# mem_arbiter_flat

Figure 1. The clock network (mem_arbiter_flat).
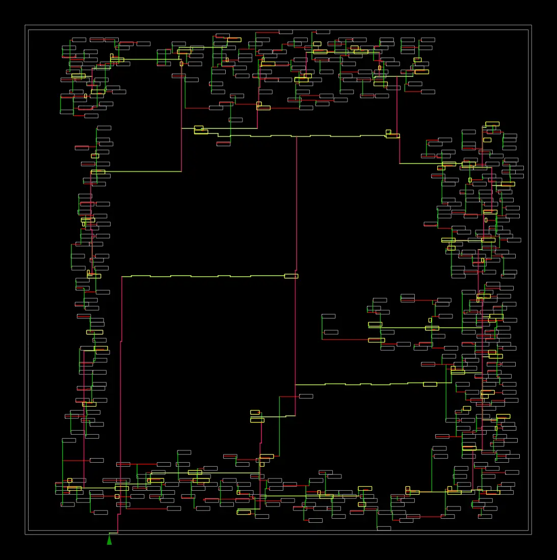

==> config.mk <==
export PLATFORM = sky130hd
export DESIGN_NAME = mem_arbiter_flat
export DESIGN_NICKNAME = d
export VERILOG_FILES = /design/src/rtl/mem_arbiter_if.sv /design/src/rtl/mem_arbiter.sv /design/src/flat_wrapper.sv
export SDC_FILE = /design/constraint.sdc
export NUM_CORES = 1
export LEC_CHECK = 0
export CORE_AREA = 2 2 342 344
export DETAILED_ROUTE_END_ITERATION = 16
export DIE_AREA = 0 0 344 346
export SYNTH_ARGS = -nofsm -noshare
export SYNTH_HDL_FRONTEND = slang
export SYNTH_SLANG_ARGS = --single-unit
==> constraint.sdc <==
create_clock -name clk -period 2.8 [get_ports clk]
set_input_delay 0.56 -clock clk [delete_from_list [all_inputs] [get_ports clk]]
set_output_delay 0.56 -clock clk [all_outputs]
set_load 0.03 [all_outputs]
==> src/rtl/mem_arbiter_if.sv <==
`default_nettype none
// ============================================================================
//  Module   : mem_arbiter_if
//  Function : Two-requester (ic/dc) line-access bus plus line-memory port
//             shared between the requesters, the arbiter and the memory.
//  Revision : 1.0 - initial release
// ============================================================================
interface mem_arbiter_if #(
    parameter int WIDTH = 128,
    parameter int ADDR  = 32
);
    // Instruction-side requester
    logic             ic_req;
    logic             ic_write;
    logic [ADDR-1:0]  ic_addr;
    logic [WIDTH-1:0] ic_wdata;
    logic             ic_ack;
    logic [WIDTH-1:0] ic_rdata;

    // Data-side requester
    logic             dc_req;
    logic             dc_write;
    logic [ADDR-1:0]  dc_addr;
    logic [WIDTH-1:0] dc_wdata;
    logic             dc_ack;
    logic [WIDTH-1:0] dc_rdata;

    // Line memory
    logic [ADDR-1:0]  mem_addr;
    logic [WIDTH-1:0] mem_wdata;
    logic             mem_read;
    logic             mem_write;
    logic [WIDTH-1:0] mem_rdata;

    // Status
    logic             busy;

    // Arbiter side: serves the requesters and drives the memory
    modport slave (
        input  ic_req, ic_write, ic_addr, ic_wdata,
        output ic_ack, ic_rdata,
        input  dc_req, dc_write, dc_addr, dc_wdata,
        output dc_ack, dc_rdata,
        output mem_addr, mem_wdata, mem_read, mem_write,
        input  mem_rdata,
        output busy
    );

    // Environment side: requesters plus the line memory
    modport master (
        output ic_req, ic_write, ic_addr, ic_wdata,
        input  ic_ack, ic_rdata,
        output dc_req, dc_write, dc_addr, dc_wdata,
        input  dc_ack, dc_rdata,
        input  mem_addr, mem_wdata, mem_read, mem_write,
        output mem_rdata,
        input  busy
    );
endinterface
`default_nettype wire

==> src/rtl/mem_arbiter.sv <==
`default_nettype none
// ============================================================================
//  Module   : mem_arbiter
//  Function : Round-robin arbiter granting one of two requesters (ic, dc)
//             a fixed-latency line access; IDLE -> BUSY -> DONE per access.
//  Revision : 1.0 - initial release
// ============================================================================
module mem_arbiter #(
    parameter int WIDTH   = 128,
    parameter int ADDR    = 32,
    parameter int LATENCY = 4
) (
    input  wire logic    clk,
    input  wire logic    reset,
    mem_arbiter_if.slave bus
);

    typedef enum logic [1:0] {
        IDLE = 2'd0,
        BUSY = 2'd1,
        DONE = 2'd2
    } state_t;

    // Counter starts at LATENCY-1 so that LATENCY BUSY cycles elapse
    localparam logic [7:0] c_CNT_INIT = 8'(LATENCY - 1);

    state_t      r_state;
    logic [7:0]  r_cnt;
    logic        r_write;     // latched direction of the granted access
    logic        r_grant_dc;  // 1 = dc owns the current access
    logic        r_last_dc;   // 1 = dc was granted most recently

    logic             w_pick_dc;
    logic             w_sel_write;
    logic [ADDR-1:0]  w_sel_addr;
    logic [WIDTH-1:0] w_sel_wdata;

    // Round-robin pick: a lone requester wins; on a tie the one not granted last wins
    always_comb begin
        w_pick_dc   = bus.dc_req && (!bus.ic_req || !r_last_dc);
        w_sel_write = w_pick_dc ? bus.dc_write : bus.ic_write;
        w_sel_addr  = w_pick_dc ? bus.dc_addr  : bus.ic_addr;
        w_sel_wdata = w_pick_dc ? bus.dc_wdata : bus.ic_wdata;
    end

    // Arbitration FSM with all outputs registered
    always_ff @(posedge clk or negedge reset) begin
        if (!reset) begin
            r_state        <= IDLE;
            r_cnt          <= 8'd0;
            r_write        <= 1'b0;
            r_grant_dc     <= 1'b0;
            r_last_dc      <= 1'b0;
            bus.ic_ack     <= 1'b0;
            bus.dc_ack     <= 1'b0;
            bus.ic_rdata   <= '0;
            bus.dc_rdata   <= '0;
            bus.mem_addr   <= '0;
            bus.mem_wdata  <= '0;
            bus.mem_read   <= 1'b0;
            bus.mem_write  <= 1'b0;
            bus.busy       <= 1'b0;
        end else begin
            case (r_state)
                IDLE: begin
                    if (bus.ic_req || bus.dc_req) begin
                        r_grant_dc    <= w_pick_dc;
                        r_last_dc     <= w_pick_dc;
                        r_write       <= w_sel_write;
                        bus.mem_addr  <= w_sel_addr;
                        bus.mem_wdata <= w_sel_wdata;
                        r_cnt         <= c_CNT_INIT;
                        // Reads assert mem_read for the whole BUSY window
                        bus.mem_read  <= !w_sel_write;
                        // A single-cycle BUSY window is also the write-strobe cycle
                        bus.mem_write <= w_sel_write && (c_CNT_INIT == 8'd0);
                        bus.busy      <= 1'b1;
                        r_state       <= BUSY;
                    end
                end
                BUSY: begin
                    if (r_cnt == 8'd0) begin
                        bus.mem_read  <= 1'b0;
                        bus.mem_write <= 1'b0;
                        if (!r_write) begin
                            if (r_grant_dc) bus.dc_rdata <= bus.mem_rdata;
                            else            bus.ic_rdata <= bus.mem_rdata;
                        end
                        if (r_grant_dc) bus.dc_ack <= 1'b1;
                        else            bus.ic_ack <= 1'b1;
                        r_state <= DONE;
                    end else begin
                        r_cnt         <= r_cnt - 8'd1;
                        // Strobe lands in the cycle where the counter reads zero
                        bus.mem_write <= r_write && (r_cnt == 8'd1);
                    end
                end
                DONE: begin
                    bus.ic_ack <= 1'b0;
                    bus.dc_ack <= 1'b0;
                    bus.busy   <= 1'b0;
                    r_state    <= IDLE;
                end
                default: begin
                    r_state <= IDLE;
                end
            endcase
        end
    end

endmodule
`default_nettype wire

==> src/flat_wrapper.sv <==
// flat-port wrapper written by rule: the top's interface ports become plain ports
module mem_arbiter_flat 
#(
    parameter int WIDTH   = 128,
    parameter int ADDR    = 32,
    parameter int LATENCY = 4
)
  (clk, reset, bus_ic_req, bus_ic_write, bus_ic_addr, bus_ic_wdata, bus_ic_ack, bus_ic_rdata, bus_dc_req, bus_dc_write, bus_dc_addr, bus_dc_wdata, bus_dc_ack, bus_dc_rdata, bus_mem_addr, bus_mem_wdata, bus_mem_read, bus_mem_write, bus_mem_rdata, bus_busy);
  mem_arbiter_if #(.WIDTH(WIDTH), .ADDR(ADDR)) bus_i ();
  input  wire logic clk;
  input  wire logic reset;
  input wire logic [$bits(bus_i.ic_req)-1:0] bus_ic_req;
  input wire logic [$bits(bus_i.ic_write)-1:0] bus_ic_write;
  input wire logic [$bits(bus_i.ic_addr)-1:0] bus_ic_addr;
  input wire logic [$bits(bus_i.ic_wdata)-1:0] bus_ic_wdata;
  output wire logic [$bits(bus_i.ic_ack)-1:0] bus_ic_ack;
  output wire logic [$bits(bus_i.ic_rdata)-1:0] bus_ic_rdata;
  input wire logic [$bits(bus_i.dc_req)-1:0] bus_dc_req;
  input wire logic [$bits(bus_i.dc_write)-1:0] bus_dc_write;
  input wire logic [$bits(bus_i.dc_addr)-1:0] bus_dc_addr;
  input wire logic [$bits(bus_i.dc_wdata)-1:0] bus_dc_wdata;
  output wire logic [$bits(bus_i.dc_ack)-1:0] bus_dc_ack;
  output wire logic [$bits(bus_i.dc_rdata)-1:0] bus_dc_rdata;
  output wire logic [$bits(bus_i.mem_addr)-1:0] bus_mem_addr;
  output wire logic [$bits(bus_i.mem_wdata)-1:0] bus_mem_wdata;
  output wire logic [$bits(bus_i.mem_read)-1:0] bus_mem_read;
  output wire logic [$bits(bus_i.mem_write)-1:0] bus_mem_write;
  input wire logic [$bits(bus_i.mem_rdata)-1:0] bus_mem_rdata;
  output wire logic [$bits(bus_i.busy)-1:0] bus_busy;
  assign bus_i.ic_req = bus_ic_req;
  assign bus_i.ic_write = bus_ic_write;
  assign bus_i.ic_addr = bus_ic_addr;
  assign bus_i.ic_wdata = bus_ic_wdata;
  assign bus_ic_ack = bus_i.ic_ack;
  assign bus_ic_rdata = bus_i.ic_rdata;
  assign bus_i.dc_req = bus_dc_req;
  assign bus_i.dc_write = bus_dc_write;
  assign bus_i.dc_addr = bus_dc_addr;
  assign bus_i.dc_wdata = bus_dc_wdata;
  assign bus_dc_ack = bus_i.dc_ack;
  assign bus_dc_rdata = bus_i.dc_rdata;
  assign bus_mem_addr = bus_i.mem_addr;
  assign bus_mem_wdata = bus_i.mem_wdata;
  assign bus_mem_read = bus_i.mem_read;
  assign bus_mem_write = bus_i.mem_write;
  assign bus_i.mem_rdata = bus_mem_rdata;
  assign bus_busy = bus_i.busy;
  mem_arbiter #(.WIDTH(WIDTH), .ADDR(ADDR), .LATENCY(LATENCY)) u_core (.clk(clk), .reset(reset), .bus(bus_i));
endmodule
# cache_arbiter

$ cat src/rtl/rv32i_types.sv
// Shared types for the RV32I core; this slice carries the cache arbiter's
// FSM state, grant encoding and the cacheline width.
package rv32i_types;

  localparam int CACHELINE_WIDTH = 256;

  typedef enum logic [1:0] {
    IDLE,
    I_BUSY,
    D_BUSY
  } arb_state_t;

  typedef enum logic {
    GRANT_I,
    GRANT_D
  } arb_grant_t;

endpackage

$ cat src/rtl/rr_grant.sv
// Two-way round-robin pick between the I-cache and D-cache requests.
// A tie goes to whichever side was not granted last.
module rr_grant
  import rv32i_types::*;
(
  input  logic       i_req_i,
  input  logic       i_req_d,
  input  arb_grant_t i_last_grant,
  output logic       o_valid,
  output arb_grant_t o_grant
);

  always_comb begin
    // NOTE: every output gets a default first so no path through the block infers a latch.
    o_valid = i_req_i | i_req_d;
    o_grant = GRANT_I;
    if (i_req_i && i_req_d) begin
      o_grant = (i_last_grant == GRANT_I) ? GRANT_D : GRANT_I;
    end else if (i_req_d) begin
      o_grant = GRANT_D;
    end
  end

endmodule

$ cat src/rtl/cache_arbiter.sv
// Shares one physical-memory line port between the I-cache and D-cache.
// One requester is granted at a time; its request is latched and run to pmem_resp.
module cache_arbiter
  import rv32i_types::*;
#(
  parameter int LINE_WIDTH  = CACHELINE_WIDTH,
  parameter int ADDR_WIDTH  = 32,
  parameter int OFFSET_BITS = 5
) (
  input  logic                  clk,
  input  logic                  reset,
  input  logic                  i_read,
  input  logic [ADDR_WIDTH-1:0] i_addr,
  output logic [LINE_WIDTH-1:0] i_rdata,
  output logic                  i_resp,
  input  logic                  d_read,
  input  logic                  d_write,
  input  logic [ADDR_WIDTH-1:0] d_addr,
  input  logic [LINE_WIDTH-1:0] d_wdata,
  output logic [LINE_WIDTH-1:0] d_rdata,
  output logic                  d_resp,
  output logic                  pmem_read,
  output logic                  pmem_write,
  output logic [ADDR_WIDTH-1:0] pmem_addr,
  output logic [LINE_WIDTH-1:0] pmem_wdata,
  input  logic [LINE_WIDTH-1:0] pmem_rdata,
  input  logic                  pmem_resp
);

  arb_state_t            r_state;
  arb_grant_t            r_last_grant;
  logic [ADDR_WIDTH-1:0] r_req_addr;
  logic [LINE_WIDTH-1:0] r_req_wdata;
  logic                  r_req_write;

  logic       w_req_d;
  logic       w_grant_valid;
  arb_grant_t w_grant;
  logic       w_busy;

  // A simultaneous read and write from the D-cache is treated as a write.
  assign w_req_d = d_read | d_write;

  rr_grant u_rr_grant (
    .i_req_i      (i_read),
    .i_req_d      (w_req_d),
    .i_last_grant (r_last_grant),
    .o_valid      (w_grant_valid),
    .o_grant      (w_grant)
  );

  // NOTE: reset is synchronous and active-high, so it lives inside the clocked branch.
  always_ff @(posedge clk) begin
    // NOTE: state uses non-blocking assignments so every register samples pre-edge values.
    if (reset) begin
      r_state      <= IDLE;
      r_last_grant <= GRANT_D;
      r_req_addr   <= '0;
      r_req_wdata  <= '0;
      r_req_write  <= 1'b0;
    end else begin
      case (r_state)
        IDLE: begin
          if (w_grant_valid) begin
            r_last_grant <= w_grant;
            if (w_grant == GRANT_I) begin
              r_state     <= I_BUSY;
              r_req_addr  <= {i_addr[ADDR_WIDTH-1:OFFSET_BITS], {OFFSET_BITS{1'b0}}};
              r_req_write <= 1'b0;
            end else begin
              r_state     <= D_BUSY;
              r_req_addr  <= {d_addr[ADDR_WIDTH-1:OFFSET_BITS], {OFFSET_BITS{1'b0}}};
              r_req_wdata <= d_wdata;
              r_req_write <= d_write;
            end
          end
        end
        I_BUSY, D_BUSY: begin
          if (pmem_resp) r_state <= IDLE;
        end
        default: r_state <= IDLE;
      endcase
    end
  end

  assign w_busy     = (r_state != IDLE);
  assign pmem_read  = w_busy & ~r_req_write;
  assign pmem_write = w_busy &  r_req_write;
  assign pmem_addr  = r_req_addr;
  assign pmem_wdata = r_req_wdata;

  // Completion is forwarded in the same cycle; pmem_resp while idle is dropped.
  assign i_resp  = (r_state == I_BUSY) & pmem_resp;
  assign d_resp  = (r_state == D_BUSY) & pmem_resp;
  assign i_rdata = pmem_rdata;
  assign d_rdata = pmem_rdata;

endmodule
$ cat config.mk
export PLATFORM = sky130hd
export DESIGN_NAME = cache_arbiter
export DESIGN_NICKNAME = d
export VERILOG_FILES = /design/src/rtl/rv32i_types.sv /design/src/rtl/rr_grant.sv /design/src/rtl/cache_arbiter.sv
export SDC_FILE = /design/constraint.sdc
export NUM_CORES = 1
export LEC_CHECK = 0
export CORE_AREA = 4 4 539 541
export CTS_BUF_LIST = sky130_fd_sc_hd__clkbuf_8
export DETAILED_ROUTE_END_ITERATION = 16
export DIE_AREA = 0 0 543 545
export HOLD_SLACK_MARGIN = 0.15
export PLACE_DENSITY = 0.3
export SETUP_SLACK_MARGIN = 0.05
export SLEW_MARGIN = 40
export SYNTH_ARGS = -nofsm -noshare
export SYNTH_HDL_FRONTEND = slang
export SYNTH_SLANG_ARGS = --single-unit
$ cat constraint.sdc
create_clock -name clk -period 1.4 [get_ports clk]
set_clock_uncertainty 0.05 [all_clocks]
set_input_delay 0.21 -clock clk [delete_from_list [all_inputs] [get_ports clk]]
set_output_delay 0.21 -clock clk [all_outputs]
set_load 0.05 [all_outputs]
# alu_tile_arbiter_flat

File: src/rtl/alu_tile_pkg.sv
// Shared types and constants for the ALU tile arbiter slice.
package alu_tile_pkg;

  localparam int OP_W   = 4;
  localparam int OPND_W = 8;
  localparam int RES_W  = 16;
  localparam int WORD_W = 32;
  localparam int OP_MSB = 31;
  localparam int OP_LSB = 28;

  typedef enum logic [1:0] {
    ST_IDLE = 2'd0,
    ST_WAIT = 2'd1,
    ST_RESP = 2'd2
  } state_e;

  typedef enum logic [OP_W-1:0] {
    OP_ADD   = 4'd0,
    OP_SUB   = 4'd1,
    OP_MUL   = 4'd2,
    OP_DIV   = 4'd3,
    OP_MOD   = 4'd4,
    OP_AND   = 4'd5,
    OP_OR    = 4'd6,
    OP_XOR   = 4'd7,
    OP_NOT_A = 4'd8,
    OP_NOT_B = 4'd9,
    OP_SHL_A = 4'd10,
    OP_SHR_A = 4'd11,
    OP_ASR_A = 4'd12,
    OP_SHL_B = 4'd13,
    OP_SHR_B = 4'd14,
    OP_ASR_B = 4'd15
  } opcode_e;

  // Tile register A carries the opcode in its top nibble and operand a in the low byte.
  function automatic logic [WORD_W-1:0] pack_a(input logic [OP_W-1:0] op,
                                               input logic [OPND_W-1:0] a);
    logic [WORD_W-1:0] w;
    w = '0;
    w[OP_MSB:OP_LSB] = op;
    w[OPND_W-1:0] = a;
    return w;
  endfunction

  // Tile register B carries operand b zero-extended.
  function automatic logic [WORD_W-1:0] pack_b(input logic [OPND_W-1:0] b);
    logic [WORD_W-1:0] w;
    w = '0;
    w[OPND_W-1:0] = b;
    return w;
  endfunction

endpackage

File: src/rtl/alu_tile_arbiter_if.sv
// Requester/response handshake bundle between two clients and the arbiter.
interface alu_tile_arbiter_if;
  import alu_tile_pkg::*;

  logic              req0_valid;
  logic              req0_ready;
  logic [OP_W-1:0]   req0_op;
  logic [OPND_W-1:0] req0_a;
  logic [OPND_W-1:0] req0_b;
  logic              req1_valid;
  logic              req1_ready;
  logic [OP_W-1:0]   req1_op;
  logic [OPND_W-1:0] req1_a;
  logic [OPND_W-1:0] req1_b;

  logic              rsp0_valid;
  logic              rsp0_ready;
  logic [RES_W-1:0]  rsp0_data;
  logic              rsp1_valid;
  logic              rsp1_ready;
  logic [RES_W-1:0]  rsp1_data;

  modport master (
    output req0_valid, req0_op, req0_a, req0_b,
    output req1_valid, req1_op, req1_a, req1_b,
    output rsp0_ready, rsp1_ready,
    input  req0_ready, req1_ready,
    input  rsp0_valid, rsp0_data, rsp1_valid, rsp1_data
  );

  modport slave (
    input  req0_valid, req0_op, req0_a, req0_b,
    input  req1_valid, req1_op, req1_a, req1_b,
    input  rsp0_ready, rsp1_ready,
    output req0_ready, req1_ready,
    output rsp0_valid, rsp0_data, rsp1_valid, rsp1_data
  );

endinterface

File: src/rtl/rr_arbiter_2.sv
// Two-way round-robin grant: a lone requester always wins, ties go to the pointer.
module rr_arbiter_2 (
  input  logic clk,
  input  logic arst_n,
  input  logic req0,
  input  logic req1,
  input  logic enable,
  input  logic accept,
  output logic gnt_valid,
  output logic gnt_id
);

  logic ptr_q;
  logic ptr_d;

  // Choose the winner and hand priority to the other side once a grant is taken.
  always_comb begin
    gnt_valid = enable & (req0 | req1);
    if (req0 & ~req1) begin
      gnt_id = 1'b0;
    end else if (req1 & ~req0) begin
      gnt_id = 1'b1;
    end else begin
      gnt_id = ptr_q;
    end
    ptr_d = ptr_q;
    if (accept) begin
      ptr_d = ~gnt_id;
    end
  end

  // Priority pointer starts at requester 0.
  always_ff @(posedge clk or negedge arst_n) begin
    if (!arst_n) begin
      ptr_q <= 1'b0;
    end else begin
      ptr_q <= ptr_d;
    end
  end

endmodule

File: src/rtl/alu_tile_arbiter.sv
// Shares one fixed-latency ALU tile between two requesters, one operation at a time.
module alu_tile_arbiter
  import alu_tile_pkg::*;
#(
  parameter int ALU_LATENCY = 1
) (
  input  logic              clk,
  input  logic              arst_n,
  alu_tile_arbiter_if.slave bus,
  output logic [WORD_W-1:0] alu_a_o,
  output logic [WORD_W-1:0] alu_b_o,
  input  logic [WORD_W-1:0] alu_c_i,
  output logic              busy,
  output logic              grant_id
);

  localparam logic [2:0] LAST_CNT = 3'(ALU_LATENCY);

  state_e            state_q, state_d;
  logic [2:0]        cnt_q, cnt_d;
  logic              gid_q, gid_d;
  logic [WORD_W-1:0] a_q, a_d;
  logic [WORD_W-1:0] b_q, b_d;
  logic              rsp0_valid_q, rsp0_valid_d;
  logic              rsp1_valid_q, rsp1_valid_d;
  logic [RES_W-1:0]  rsp0_data_q, rsp0_data_d;
  logic [RES_W-1:0]  rsp1_data_q, rsp1_data_d;

  logic gnt_valid;
  logic gnt_id;
  logic accept;
  logic rsp_taken;
  logic unused_c_hi;

  assign unused_c_hi = ^alu_c_i[WORD_W-1:RES_W];

  rr_arbiter_2 u_arb (
    .clk       (clk),
    .arst_n    (arst_n),
    .req0      (bus.req0_valid),
    .req1      (bus.req1_valid),
    .enable    (state_q == ST_IDLE),
    .accept    (accept),
    .gnt_valid (gnt_valid),
    .gnt_id    (gnt_id)
  );

  // Ready only reaches the winner, and only while idle; acceptance is the usual valid&&ready.
  always_comb begin
    bus.req0_ready = gnt_valid & ~gnt_id;
    bus.req1_ready = gnt_valid & gnt_id;
    accept = (bus.req0_valid & bus.req0_ready) | (bus.req1_valid & bus.req1_ready);
    rsp_taken = gid_q ? bus.rsp1_ready : bus.rsp0_ready;
  end

  // Operation sequencing: latch operands, wait out the tile latency, then hold the result.
  always_comb begin
    state_d      = state_q;
    cnt_d        = cnt_q;
    gid_d        = gid_q;
    a_d          = a_q;
    b_d          = b_q;
    rsp0_valid_d = rsp0_valid_q;
    rsp1_valid_d = rsp1_valid_q;
    rsp0_data_d  = rsp0_data_q;
    rsp1_data_d  = rsp1_data_q;
    case (state_q)
      ST_IDLE: begin
        if (accept) begin
          gid_d   = gnt_id;
          a_d     = gnt_id ? pack_a(bus.req1_op, bus.req1_a) : pack_a(bus.req0_op, bus.req0_a);
          b_d     = gnt_id ? pack_b(bus.req1_b) : pack_b(bus.req0_b);
          cnt_d   = 3'd0;
          state_d = ST_WAIT;
        end
      end
      ST_WAIT: begin
        if (cnt_q == LAST_CNT) begin
          cnt_d   = 3'd0;
          state_d = ST_RESP;
          if (gid_q) begin
            rsp1_valid_d = 1'b1;
            rsp1_data_d  = alu_c_i[RES_W-1:0];
          end else begin
            rsp0_valid_d = 1'b1;
            rsp0_data_d  = alu_c_i[RES_W-1:0];
          end
        end else begin
          cnt_d = cnt_q + 3'd1;
        end
      end
      ST_RESP: begin
        if (rsp_taken) begin
          rsp0_valid_d = 1'b0;
          rsp1_valid_d = 1'b0;
          state_d      = ST_IDLE;
        end
      end
      default: begin
        state_d = ST_IDLE;
      end
    endcase
  end

  // State and datapath registers; reset drops any in-flight operation.
  always_ff @(posedge clk or negedge arst_n) begin
    if (!arst_n) begin
      state_q      <= ST_IDLE;
      cnt_q        <= 3'd0;
      gid_q        <= 1'b0;
      a_q          <= '0;
      b_q          <= '0;
      rsp0_valid_q <= 1'b0;
      rsp1_valid_q <= 1'b0;
      rsp0_data_q  <= '0;
      rsp1_data_q  <= '0;
    end else begin
      state_q      <= state_d;
      cnt_q        <= cnt_d;
      gid_q        <= gid_d;
      a_q          <= a_d;
      b_q          <= b_d;
      rsp0_valid_q <= rsp0_valid_d;
      rsp1_valid_q <= rsp1_valid_d;
      rsp0_data_q  <= rsp0_data_d;
      rsp1_data_q  <= rsp1_data_d;
    end
  end

  assign alu_a_o        = a_q;
  assign alu_b_o        = b_q;
  assign busy           = (state_q != ST_IDLE);
  assign grant_id       = gid_q;
  assign bus.rsp0_valid = rsp0_valid_q;
  assign bus.rsp1_valid = rsp1_valid_q;
  assign bus.rsp0_data  = rsp0_data_q;
  assign bus.rsp1_data  = rsp1_data_q;

endmodule

File: src/flat_wrapper.sv
// flat-port wrapper written by rule: the top's interface ports become plain ports
module alu_tile_arbiter_flat import alu_tile_pkg::*;
#(
  parameter int ALU_LATENCY = 1
)
  (clk, arst_n, alu_a_o, alu_b_o, alu_c_i, busy, grant_id, bus_req0_valid, bus_req0_op, bus_req0_a, bus_req0_b, bus_req1_valid, bus_req1_op, bus_req1_a, bus_req1_b, bus_rsp0_ready, bus_rsp1_ready, bus_req0_ready, bus_req1_ready, bus_rsp0_valid, bus_rsp0_data, bus_rsp1_valid, bus_rsp1_data);
  alu_tile_arbiter_if bus_i ();
  input  logic clk;
  input  logic arst_n;
  output logic [WORD_W-1:0] alu_a_o;
  output logic [WORD_W-1:0] alu_b_o;
  input  logic [WORD_W-1:0] alu_c_i;
  output logic busy;
  output logic grant_id;
  input wire logic [$bits(bus_i.req0_valid)-1:0] bus_req0_valid;
  input wire logic [$bits(bus_i.req0_op)-1:0] bus_req0_op;
  input wire logic [$bits(bus_i.req0_a)-1:0] bus_req0_a;
  input wire logic [$bits(bus_i.req0_b)-1:0] bus_req0_b;
  input wire logic [$bits(bus_i.req1_valid)-1:0] bus_req1_valid;
  input wire logic [$bits(bus_i.req1_op)-1:0] bus_req1_op;
  input wire logic [$bits(bus_i.req1_a)-1:0] bus_req1_a;
  input wire logic [$bits(bus_i.req1_b)-1:0] bus_req1_b;
  input wire logic [$bits(bus_i.rsp0_ready)-1:0] bus_rsp0_ready;
  input wire logic [$bits(bus_i.rsp1_ready)-1:0] bus_rsp1_ready;
  output wire logic [$bits(bus_i.req0_ready)-1:0] bus_req0_ready;
  output wire logic [$bits(bus_i.req1_ready)-1:0] bus_req1_ready;
  output wire logic [$bits(bus_i.rsp0_valid)-1:0] bus_rsp0_valid;
  output wire logic [$bits(bus_i.rsp0_data)-1:0] bus_rsp0_data;
  output wire logic [$bits(bus_i.rsp1_valid)-1:0] bus_rsp1_valid;
  output wire logic [$bits(bus_i.rsp1_data)-1:0] bus_rsp1_data;
  assign bus_i.req0_valid = bus_req0_valid;
  assign bus_i.req0_op = bus_req0_op;
  assign bus_i.req0_a = bus_req0_a;
  assign bus_i.req0_b = bus_req0_b;
  assign bus_i.req1_valid = bus_req1_valid;
  assign bus_i.req1_op = bus_req1_op;
  assign bus_i.req1_a = bus_req1_a;
  assign bus_i.req1_b = bus_req1_b;
  assign bus_i.rsp0_ready = bus_rsp0_ready;
  assign bus_i.rsp1_ready = bus_rsp1_ready;
  assign bus_req0_ready = bus_i.req0_ready;
  assign bus_req1_ready = bus_i.req1_ready;
  assign bus_rsp0_valid = bus_i.rsp0_valid;
  assign bus_rsp0_data = bus_i.rsp0_data;
  assign bus_rsp1_valid = bus_i.rsp1_valid;
  assign bus_rsp1_data = bus_i.rsp1_data;
  alu_tile_arbiter #(.ALU_LATENCY(ALU_LATENCY)) u_core (.clk(clk), .arst_n(arst_n), .bus(bus_i), .alu_a_o(alu_a_o), .alu_b_o(alu_b_o), .alu_c_i(alu_c_i), .busy(busy), .grant_id(grant_id));
endmodule
File: config.mk
export PLATFORM = sky130hd
export DESIGN_NAME = alu_tile_arbiter_flat
export DESIGN_NICKNAME = d
export VERILOG_FILES = /design/src/rtl/alu_tile_pkg.sv /design/src/rtl/alu_tile_arbiter_if.sv /design/src/rtl/rr_arbiter_2.sv /design/src/rtl/alu_tile_arbiter.sv /design/src/flat_wrapper.sv
export SDC_FILE = /design/constraint.sdc
export NUM_CORES = 1
export LEC_CHECK = 0
export CAP_MARGIN = 20
export CORE_MARGIN = 5
export CORE_UTILIZATION = 35
export CTS_CLUSTER_SIZE = 12
export DETAILED_ROUTE_END_ITERATION = 8
export GPL_TIMING_DRIVEN = 0
export MAX_ROUTING_LAYER = met4
export PLACE_DENSITY_LB_ADDON = 0.2
export SYNTH_ARGS = -nofsm -noshare
export SYNTH_HDL_FRONTEND = slang
export SYNTH_HIERARCHICAL = 1
export SYNTH_SLANG_ARGS = --single-unit
File: constraint.sdc
create_clock -name clk -period 2 [get_ports clk]
set_input_delay 0.4 -clock clk [delete_from_list [all_inputs] [get_ports clk]]
set_output_delay 0.4 -clock clk [all_outputs]
set_load 0.02 [all_outputs]
# uart_rx

**config.mk**
```make
export PLATFORM = sky130hd
export DESIGN_NAME = uart_rx
export DESIGN_NICKNAME = d
export VERILOG_FILES = /design/src/rtl/uart_rx_pkg.sv /design/src/rtl/uart_rx_sync_2ff.sv /design/src/rtl/uart_rx.sv
export SDC_FILE = /design/constraint.sdc
export NUM_CORES = 1
export LEC_CHECK = 0
export CAP_MARGIN = 20
export CORE_MARGIN = 3
export CORE_UTILIZATION = 45
export CTS_CLUSTER_SIZE = 20
export DETAILED_ROUTE_END_ITERATION = 8
export GPL_TIMING_DRIVEN = 1
export HOLD_SLACK_MARGIN = 0.03
export PLACE_DENSITY = 0.71
export SLEW_MARGIN = 40
export SYNTH_ARGS = -nofsm -noshare
export SYNTH_HDL_FRONTEND = slang
export SYNTH_HIERARCHICAL = 1
export SYNTH_SLANG_ARGS = --single-unit
```
**constraint.sdc**
```tcl
create_clock -name i_clk -period 1.8 [get_ports i_clk]
set_clock_uncertainty 0.05 [all_clocks]
set_input_delay 0.27 -clock i_clk [delete_from_list [all_inputs] [get_ports i_clk]]
set_output_delay 0.27 -clock i_clk [all_outputs]
set_load 0.02 [all_outputs]
```
**src/rtl/uart_rx_pkg.sv**
```systemverilog
// Shared UART definitions: FSM state encodings, default bit timing and frame-format constants.
// The transmitter imports this package too, so both ends agree on framing.
package uart_rx_pkg;

    typedef enum logic [2:0] {
        UART_IDLE  = 3'd0,
        UART_START = 3'd1,
        UART_DATA  = 3'd2,
        UART_STOP  = 3'd3,
        UART_BREAK = 3'd4
    } uart_state_t;

    // The CPU's UART runs at clk/2.
    localparam int UART_CLKS_PER_BIT = 2;

    localparam logic UART_START_BIT = 1'b0;
    localparam logic UART_STOP_BIT  = 1'b1;

endpackage

```
**src/rtl/uart_rx_sync_2ff.sv**
```systemverilog
// Two-flop synchroniser for a single asynchronous input.
// RESET_VAL should be the input's idle level so reset never looks like an edge.
module uart_rx_sync_2ff #(
    parameter logic RESET_VAL = 1'b1
) (
    input  logic i_clk,
    input  logic i_rst_n,
    input  logic i_d,
    output logic o_q
);

    logic r_meta;
    logic r_q;

    always_ff @(posedge i_clk) begin
        if (!i_rst_n) begin
            r_meta <= RESET_VAL;
            r_q    <= RESET_VAL;
        end else begin
            r_meta <= i_d;
            r_q    <= r_meta;
        end
    end

    assign o_q = r_q;

endmodule

```
**src/rtl/uart_rx.sv**
```systemverilog
// UART receiver: idle-high line, start bit, WIDTH data bits LSB first, one stop bit.
// Words are delivered on a valid/ready handshake; framing and overrun errors are sticky.
//
// state      | meaning
// UART_IDLE  | waiting for the line to go low
// UART_START | confirming the start bit at half a bit period
// UART_DATA  | sampling data bits, one per CLKS_PER_BIT cycles
// UART_STOP  | sampling the stop bit; delivers the word or flags a framing error
// UART_BREAK | line held low after a bad stop bit; wait for it to go high
module uart_rx
    import uart_rx_pkg::*;
#(
    parameter int WIDTH        = 8,
    parameter int CLKS_PER_BIT = UART_CLKS_PER_BIT,
    parameter int HALF_BIT     = CLKS_PER_BIT / 2
) (
    input  logic             i_clk,
    input  logic             i_rst_n,
    input  logic             i_rx_line,
    output logic [WIDTH-1:0] o_out_data,
    output logic             o_out_valid,
    input  logic             i_out_ready,
    output logic             o_busy,
    output logic             o_frame_err,
    output logic             o_overrun,
    input  logic             i_err_clr
);

    localparam int CYC_W = $clog2(CLKS_PER_BIT);
    localparam int BIT_W = (WIDTH > 1) ? $clog2(WIDTH) : 1;

    localparam logic [CYC_W-1:0] CYC_LAST = CYC_W'(CLKS_PER_BIT - 1);
    localparam logic [CYC_W-1:0] CYC_HALF = CYC_W'(HALF_BIT - 1);
    localparam logic [BIT_W-1:0] BIT_LAST = BIT_W'(WIDTH - 1);

    uart_state_t      r_state;
    logic [CYC_W-1:0] r_cyc_cnt;
    logic [BIT_W-1:0] r_bit_cnt;
    logic [WIDTH-1:0] r_shift;
    logic [WIDTH-1:0] r_out_data;
    logic             r_out_valid;
    logic             r_frame_err;
    logic             r_overrun;
    logic             w_rx_s;

    uart_rx_sync_2ff #(
        .RESET_VAL (1'b1)
    ) u_sync (
        .i_clk   (i_clk),
        .i_rst_n (i_rst_n),
        .i_d     (i_rx_line),
        .o_q     (w_rx_s)
    );

    always_ff @(posedge i_clk) begin
        if (!i_rst_n) begin
            r_state     <= UART_IDLE;
            r_cyc_cnt   <= '0;
            r_bit_cnt   <= '0;
            r_shift     <= '0;
            r_out_data  <= '0;
            r_out_valid <= 1'b0;
            r_frame_err <= 1'b0;
            r_overrun   <= 1'b0;
        end else begin
            // Clears and consumes come first so a same-cycle set or delivery overrides them.
            if (i_err_clr) begin
                r_frame_err <= 1'b0;
                r_overrun   <= 1'b0;
            end
            if (r_out_valid && i_out_ready) begin
                r_out_valid <= 1'b0;
            end

            case (r_state)
                UART_IDLE: begin
                    if (w_rx_s == UART_START_BIT) begin
                        r_state   <= UART_START;
                        r_cyc_cnt <= '0;
                    end
                end
                UART_START: begin
                    if (r_cyc_cnt == CYC_HALF) begin
                        r_cyc_cnt <= '0;
                        r_bit_cnt <= '0;
                        r_state   <= (w_rx_s == UART_START_BIT) ? UART_DATA : UART_IDLE;
                    end else begin
                        r_cyc_cnt <= r_cyc_cnt + CYC_W'(1);
                    end
                end
                UART_DATA: begin
                    if (r_cyc_cnt == CYC_LAST) begin
                        r_shift[r_bit_cnt] <= w_rx_s;
                        r_cyc_cnt          <= '0;
                        if (r_bit_cnt == BIT_LAST) begin
                            r_state <= UART_STOP;
                        end else begin
                            r_bit_cnt <= r_bit_cnt + BIT_W'(1);
                        end
                    end else begin
                        r_cyc_cnt <= r_cyc_cnt + CYC_W'(1);
                    end
                end
                UART_STOP: begin
                    if (r_cyc_cnt == CYC_LAST) begin
                        r_cyc_cnt <= '0;
                        if (w_rx_s == UART_STOP_BIT) begin
                            r_state <= UART_IDLE;
                            if (!r_out_valid || i_out_ready) begin
                                r_out_data  <= r_shift;
                                r_out_valid <= 1'b1;
                            end else begin
                                r_overrun <= 1'b1;
                            end
                        end else begin
                            r_frame_err <= 1'b1;
                            r_state     <= UART_BREAK;
                        end
                    end else begin
                        r_cyc_cnt <= r_cyc_cnt + CYC_W'(1);
                    end
                end
                UART_BREAK: begin
                    if (w_rx_s == UART_STOP_BIT) begin
                        r_state <= UART_IDLE;
                    end
                end
                default: begin
                    r_state <= UART_IDLE;
                end
            endcase
        end
    end

    assign o_out_data  = r_out_data;
    assign o_out_valid = r_out_valid;
    assign o_busy      = (r_state != UART_IDLE);
    assign o_frame_err = r_frame_err;
    assign o_overrun   = r_overrun;

endmodule

```
Figure 2. The metal 3 layer (uart_rx).
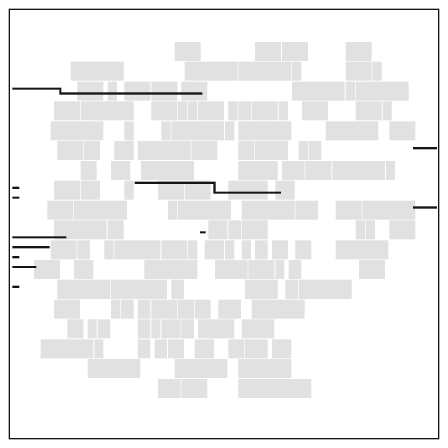
share of all routed wire	3.3%
main direction	horizontal

Figure 3. Routed metal per tile (uart_rx).
The bar under the picture is 20 um long. The die is cut into 12 by 12 equal tiles; white is low, dark blue is high, scaled to the fullest tile. Values are wire area over tile area, all layers added.
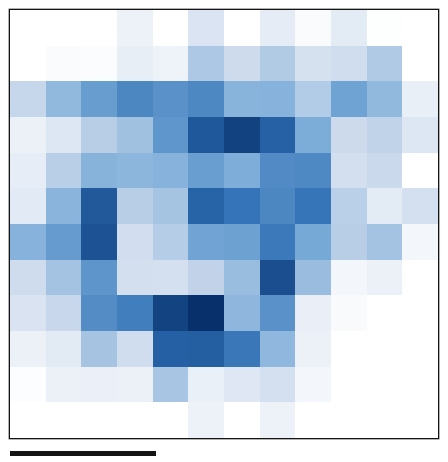
densest ninth of the die	middle
emptiest ninth of the die	bottom right
fullest tile	0.33
nearly empty tiles	22%

==> Flow_metrics.wiki, uart_rx <==
== Flow metrics ==
{| class="wikitable"
! Metric !! Value
|-
| Arr. time, crit path || 1.37 ns
|-
| Final setup vio count || 0
|-
| Setup crit end || o_busy
|-
| Critical Path Stages || 2
|-
| Leakage || 0.000592 uW
|-
| Site row count || 18
|-
| Finished Layout Cells || 169
|-
| Most frequent logic cell in the layout || sky130_fd_sc_hd__dfxtp_1
|-
| Number of non-clock inverters in the layout || 2
|-
| Startpoint types || flop
|-
| Slowest stage delay, CP || 0.38 ns
|-
| Internal reg-to-reg setup slack || 0.29 ns
|-
| Half-perimeter wire length after detailed placement || 1570 um
|-
| Cell type group with the largest total delay on the critical path || flip-flops
|-
| Result of the run || complete, no violations
|-
| Startpoint of the most critical setup path || r_state[2]$_SDFFE_PN0P_
|-
| Aoi share || 0.0570
|-
| Violation tally from detailed-route iteration zero || 14
|-
| Biggest Area Class || logic gates
|-
| DRT met1 WL || 983 um
|-
| Max Slew Vio Count || 0
|-
| Per-instance average area after synthesis || between 9 and 10 um2
|-
| Placed Area || 1420 um2
|-
| Required time of the critical path || 1.48 ns
|-
| Count of hold-fix buffers inserted at cts || 0
|-
| Top cells excl fill/tap || sky130_fd_sc_hd__dfxtp_1 (27), sky130_fd_sc_hd__nand2_1 (22), sky130_fd_sc_hd__mux2i_1 (18)
|-
| I/O pin total || 17
|-
| Global-route wire length before repair || 3710 um
|-
| Async S/R FF share, synth || 0
|-
| Pre-CTS WS || 0.206 ns
|-
| FF+latch count, synth || 28
|-
| Routed wire length on met2 || 1080 um
|}
==> uart_rx: logic make-up (layout without fill, tap and decap cells) <==
group,after synthesis,after routing
AND/OR/NAND/NOR,54,54
buffers and inverters,11,24
AND-OR/OR-AND,13,13
flip-flops,28,28
multiplexers,18,18
adder cells (fa/ha/maj),2,2
==> uart_rx: report_power, final <==
| part | internal [uW] | leakage, uW | switching, uW |
|---|---|---|---|
| clock | 78.4 | 0.0000138 | 170 |
| combinational | 18.3 | 0.000351 | 20.5 |
| sequential | 623 | 0.000227 | 4.07 |
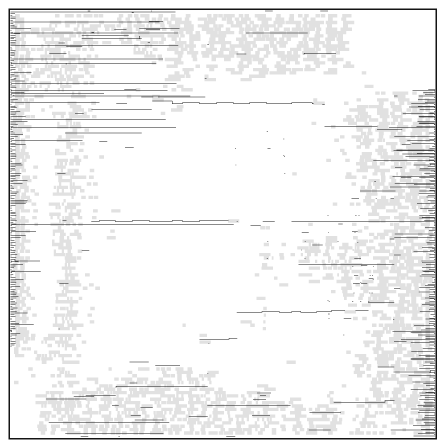
Figure 4: mem_arbiter_flat, the metal 3 layer.
nets with wire on the layer	468
main direction	horizontal
wire length on this layer	6710 um
share of all routed wire	7.3%

Figure 5. Clock distribution (mem_arbiter_flat).
The bar under the picture is 100 um long.
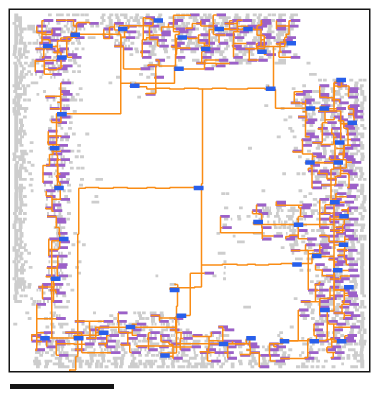
[cells driving clock nets] blue | count: 49
[flip-flops] purple | count: 433
[clock wires] orange | length: 6750 um
routed clock nets	50
flops lie	spread over the die

Notes on Figure 1 above:
cts bufs inserted: 49
later-pin clock latency in the skew report: 0.62 ns
largest clock skew in the final design: 0.0217 ns
power in the clock group: 6630 uW

==> Flow_metrics.wiki, mem_arbiter_flat <==
== Flow metrics ==
{| class="wikitable"
! Metric !! Value
|-
| Result of the run || complete, no violations
|-
| Synth warn || 0
|-
| Filler cell count || approximately 12k
|-
| Portion of total power attributed to combinational logic || 0.119
|-
| Total standard cell area after synthesis || 18000 um2
|-
| Proportion of netlist area held by the largest area contributor || 0.603
|-
| Type of element capturing the critical path || flop
|-
| DRC || 0
|-
| Ant diodes || 3
|-
| Number of post-CTS setup repair buffers || 0
|-
| Detailed-routing iteration count for the pre-antenna-repair pass || 4
|-
| Footprint of the multi-input gates || 6660 um2
|-
| Max Buffers Root-to-Sink || 3
|-
| Maximum Capacitance Violations || 0
|-
| Internal reg-to-reg setup slack || 0.19 ns
|-
| Share of cells above drive strength 1 || 0.154
|-
| CTS tree || yes
|-
| Number of placed instances, taps included || 3742
|-
| Cell type group with the largest total delay on the critical path || simple AND/OR/NAND/NOR gates
|-
| Number of non-clock inverters in the layout || 4
|-
| Post-synth top flop || sky130_fd_sc_hd__dfrtp_1
|}
-- mem_arbiter_flat: sequential cells by signal, indices dropped and copies added (netlist names) --
name                  flops
u_core.bus.busy           1
u_core.bus.dc_ack         1
u_core.bus.dc_rdata     128
u_core.bus.ic_ack         1
u_core.bus.ic_rdata     128
u_core.bus.mem_addr      32
u_core.bus.mem_read       1
u_core.bus.mem_wdata    128
u_core.bus.mem_write      1
u_core.r_cnt              8
u_core.r_grant_dc         1
u_core.r_state            2
u_core.r_write            1
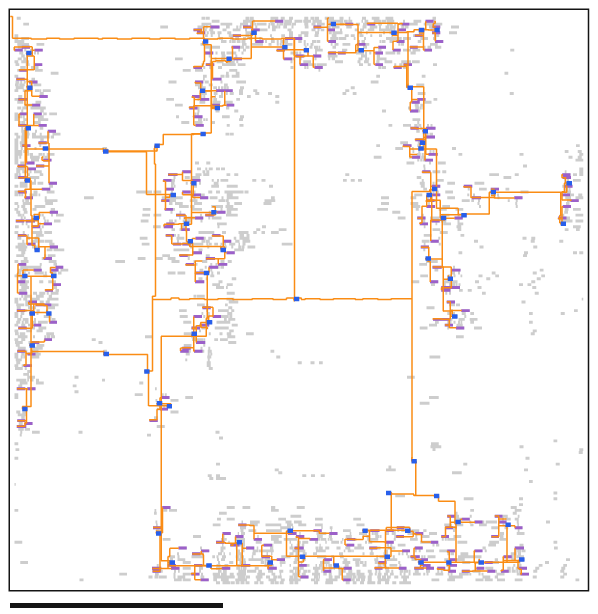
Figure 6: cache_arbiter, clock distribution.
The bar under the picture is 200 um long.
[cells driving clock nets] blue | count: 76
[clock wires] orange | length: 8050 um
[flip-flops] purple | count: 287
flops lie	spread over the die
routed clock nets	77

==> Flow_metrics.wiki, cache_arbiter <==
== Flow metrics ==
{| class="wikitable"
! Metric !! Value
|-
| Final non-clock buffer share || 0.459
|-
| Average wire per standard cell || between 20 and 30 um
|-
| Largest Pwr Group || combinational cells
|-
| Final setup vio count || about 570
|-
| Crit path setup slack, layout || -0.805 ns
|-
| Worst-path clk slew || 0.05 ns
|-
| Worst hold margin || ~0.34 ns
|-
| Placed Area || 25300 um2
|-
| Number of flip-flops and latches || between 200 and 300
|-
| Detailed-routing iteration count for the pre-antenna-repair pass || 4
|-
| Leakage || 0.0111 uW
|-
| Global-route congestion overflow total || 0
|-
| Critical path class || flop to primary output
|-
| Failing checks || negative setup slack
|-
| Number of non-clock inverters in the layout || 3
|-
| Number of flip-flops in the largest register || 256
|-
| Count of plain and timing-repair buffers || 1108
|-
| Power in the clock group || about 11000 uW
|-
| Async S/R FF share, synth || 0
|-
| Global-route wire length before repair || 188000 um
|-
| Min-Delay Path Depth || 5
|-
| Number of placed instances, taps included || 5666
|-
| Fraction of the core area occupied by cells at floorplan || 0.0522
|-
| Violation tally from detailed-route iteration zero || 641
|-
| Result of the run || complete, but fails checks
|-
| Final critical-path required period || 2.21 ns
|-
| Clock tree cell share of total cell area || 0.0441
|-
| Unique cell types || 24
|-
| Worst Hold Class || primary input to flop
|-
| Max Slew Vio Count || 0
|-
| Half-perimeter wire length after detailed placement || 126000 um
|}
==> cache_arbiter: tightest hold or removal path: stages <==
cell	delay, ns
sky130_fd_sc_hd__clkdlybuf4s50_1	0.55
sky130_fd_sc_hd__buf_4	0.18
sky130_fd_sc_hd__nor4b_4	0.06
sky130_fd_sc_hd__o21ai_2	0.12
sky130_fd_sc_hd__a21oi_1	0.05
==> cache_arbiter: routing by layer <==
metal | routed length, um | GRT usage | share of wire
met1 | 45600 | 0.0802 | 0.29
met2 | 74000 | 0.159 | 0.46
met3 | 28800 | 0.0841 | 0.18
met4 | 10900 | 0.0616 | 0.069
met5 | 34 | 0 | 0.00021
Figure 7. A small window of the routed layout (alu_tile_arbiter_flat).
Window x 33 to 73, y 33 to 73 um. Cells in gray, sequential cells in the stronger gray; small squares are vias.
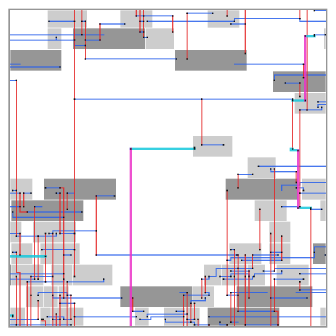
layer	color
met2	red
met3	cyan
met4	magenta
met1	blue
netlist names of flops here include	`u_core/bus.rsp1_data` (2), `u_core/cnt_q` (2)
sequential cells in the window	10
most frequent	dfrtp_1 (9), buf_4 (6)
cells with their middle in the window	45

Figure 8. Clock distribution (alu_tile_arbiter_flat).
The bar under the picture is 20 um long.
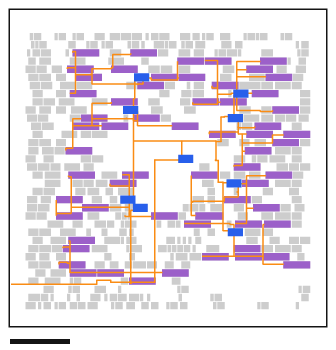
[cells driving clock nets] blue | count: 9
[flip-flops] purple | count: 61
[clock wires] orange | length: 846 um
routed clock nets	10

==> Flow_metrics.wiki, alu_tile_arbiter_flat <==
== Flow metrics ==
{| class="wikitable"
! Metric !! Value
|-
| Result of the run || complete, no violations
|-
| Sum of routed wire length over all layers || 7250 um
|-
| Area delta synth->final || 52.9%
|-
| Total internal power || 4550 uW
|-
| Finished layout cell area || 4870 um2
|-
| Most prevalent standard cell on the critical path || sky130_fd_sc_hd__inv_1
|-
| Number of non-clock inverters in the layout || 6
|-
| Slowest stage cell on the critical path || sky130_fd_sc_hd__dfrtp_2
|-
| Cell type group with the largest total delay on the critical path || simple AND/OR/NAND/NOR gates
|-
| Clock H-tree levels || 3
|-
| Die X-Extent || 105 um
|-
| Area fraction in mux cells || 0.302
|-
| Filler cell count || 768
|-
| Global router's overall resource usage || 0.137
|-
| Net count reported at finish || 487
|}
## alu_tile_arbiter_flat: per-layer routing
layer,up-vias,routed length (um),global-route usage,share of wire
met3,6,619,0.0434,0.085
met5,-,0,-,0
met4,0,56,0.0534,0.0077
li1,1068,-,-,-
met1,1017,3310,0.174,0.46
met2,110,3270,0.205,0.45
## alu_tile_arbiter_flat: timing repair
action | 4_1_cts | 5_1_grt
endpoints found under the setup margin | 27 | 22
gates cloned | 0 | 0
buffers inserted | 2 | 5
resized | 16 | 2
pin swaps | 1 | 1


==> notes/layouts.md <==
Pictures saved along the way, in no particular order.

Routed metal, one color a layer.
(a)
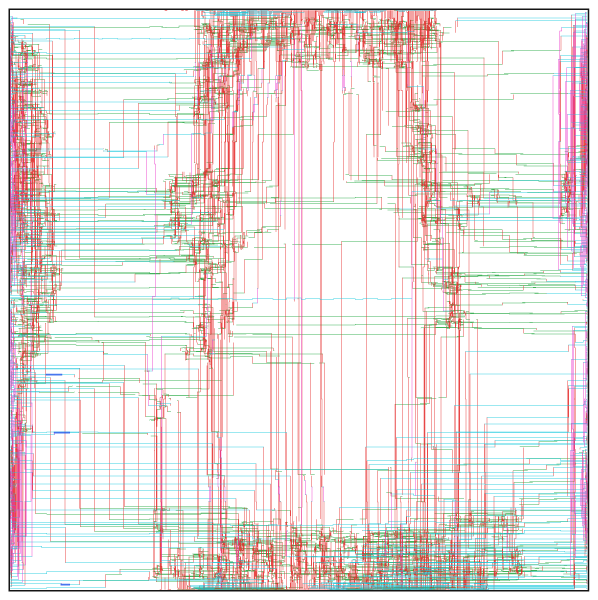
(b)
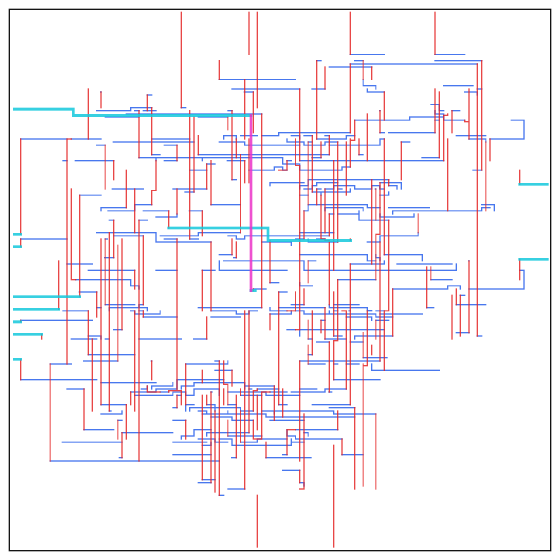
(c)
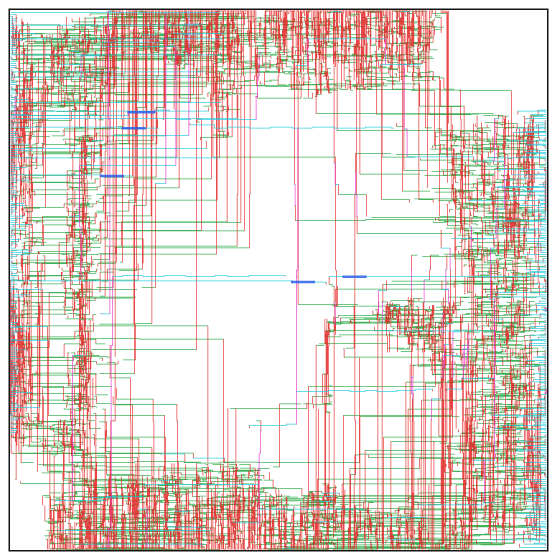
uart_rx is (b).
cache_arbiter is (a).
mem_arbiter_flat is (c).
- most wire: (a)

Key to (c):
layer	color	wire length
met2	red	45.8 mm
met1	green	37.0 mm
met5	blue	71.8 um
met3	cyan	6710 um
met4	magenta	1830 um


==> notes/layouts.md <==
Pictures saved along the way, in no particular order.

The clock network.
shot_01.png
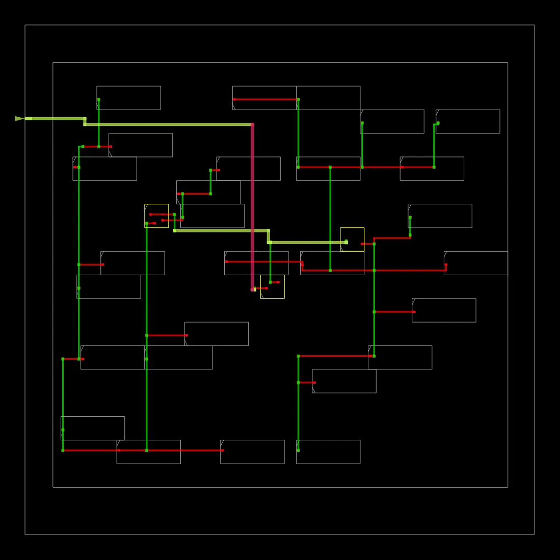
shot_02.png
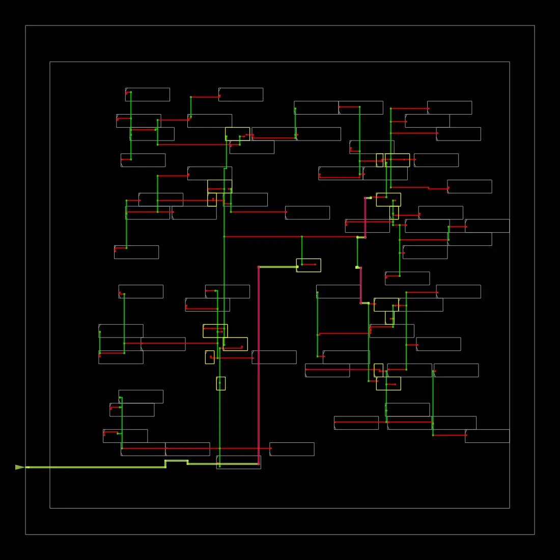
shot_03.png
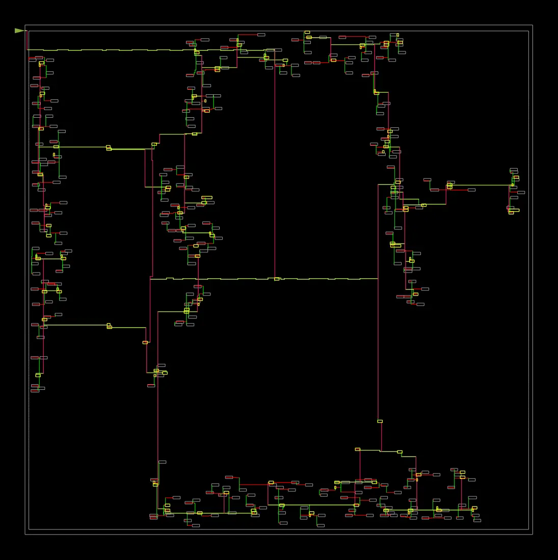
shot_02.png is alu_tile_arbiter_flat.
shot_03.png is cache_arbiter.
shot_01.png is uart_rx.

Power is estimated from default activity; no workload was simulated.
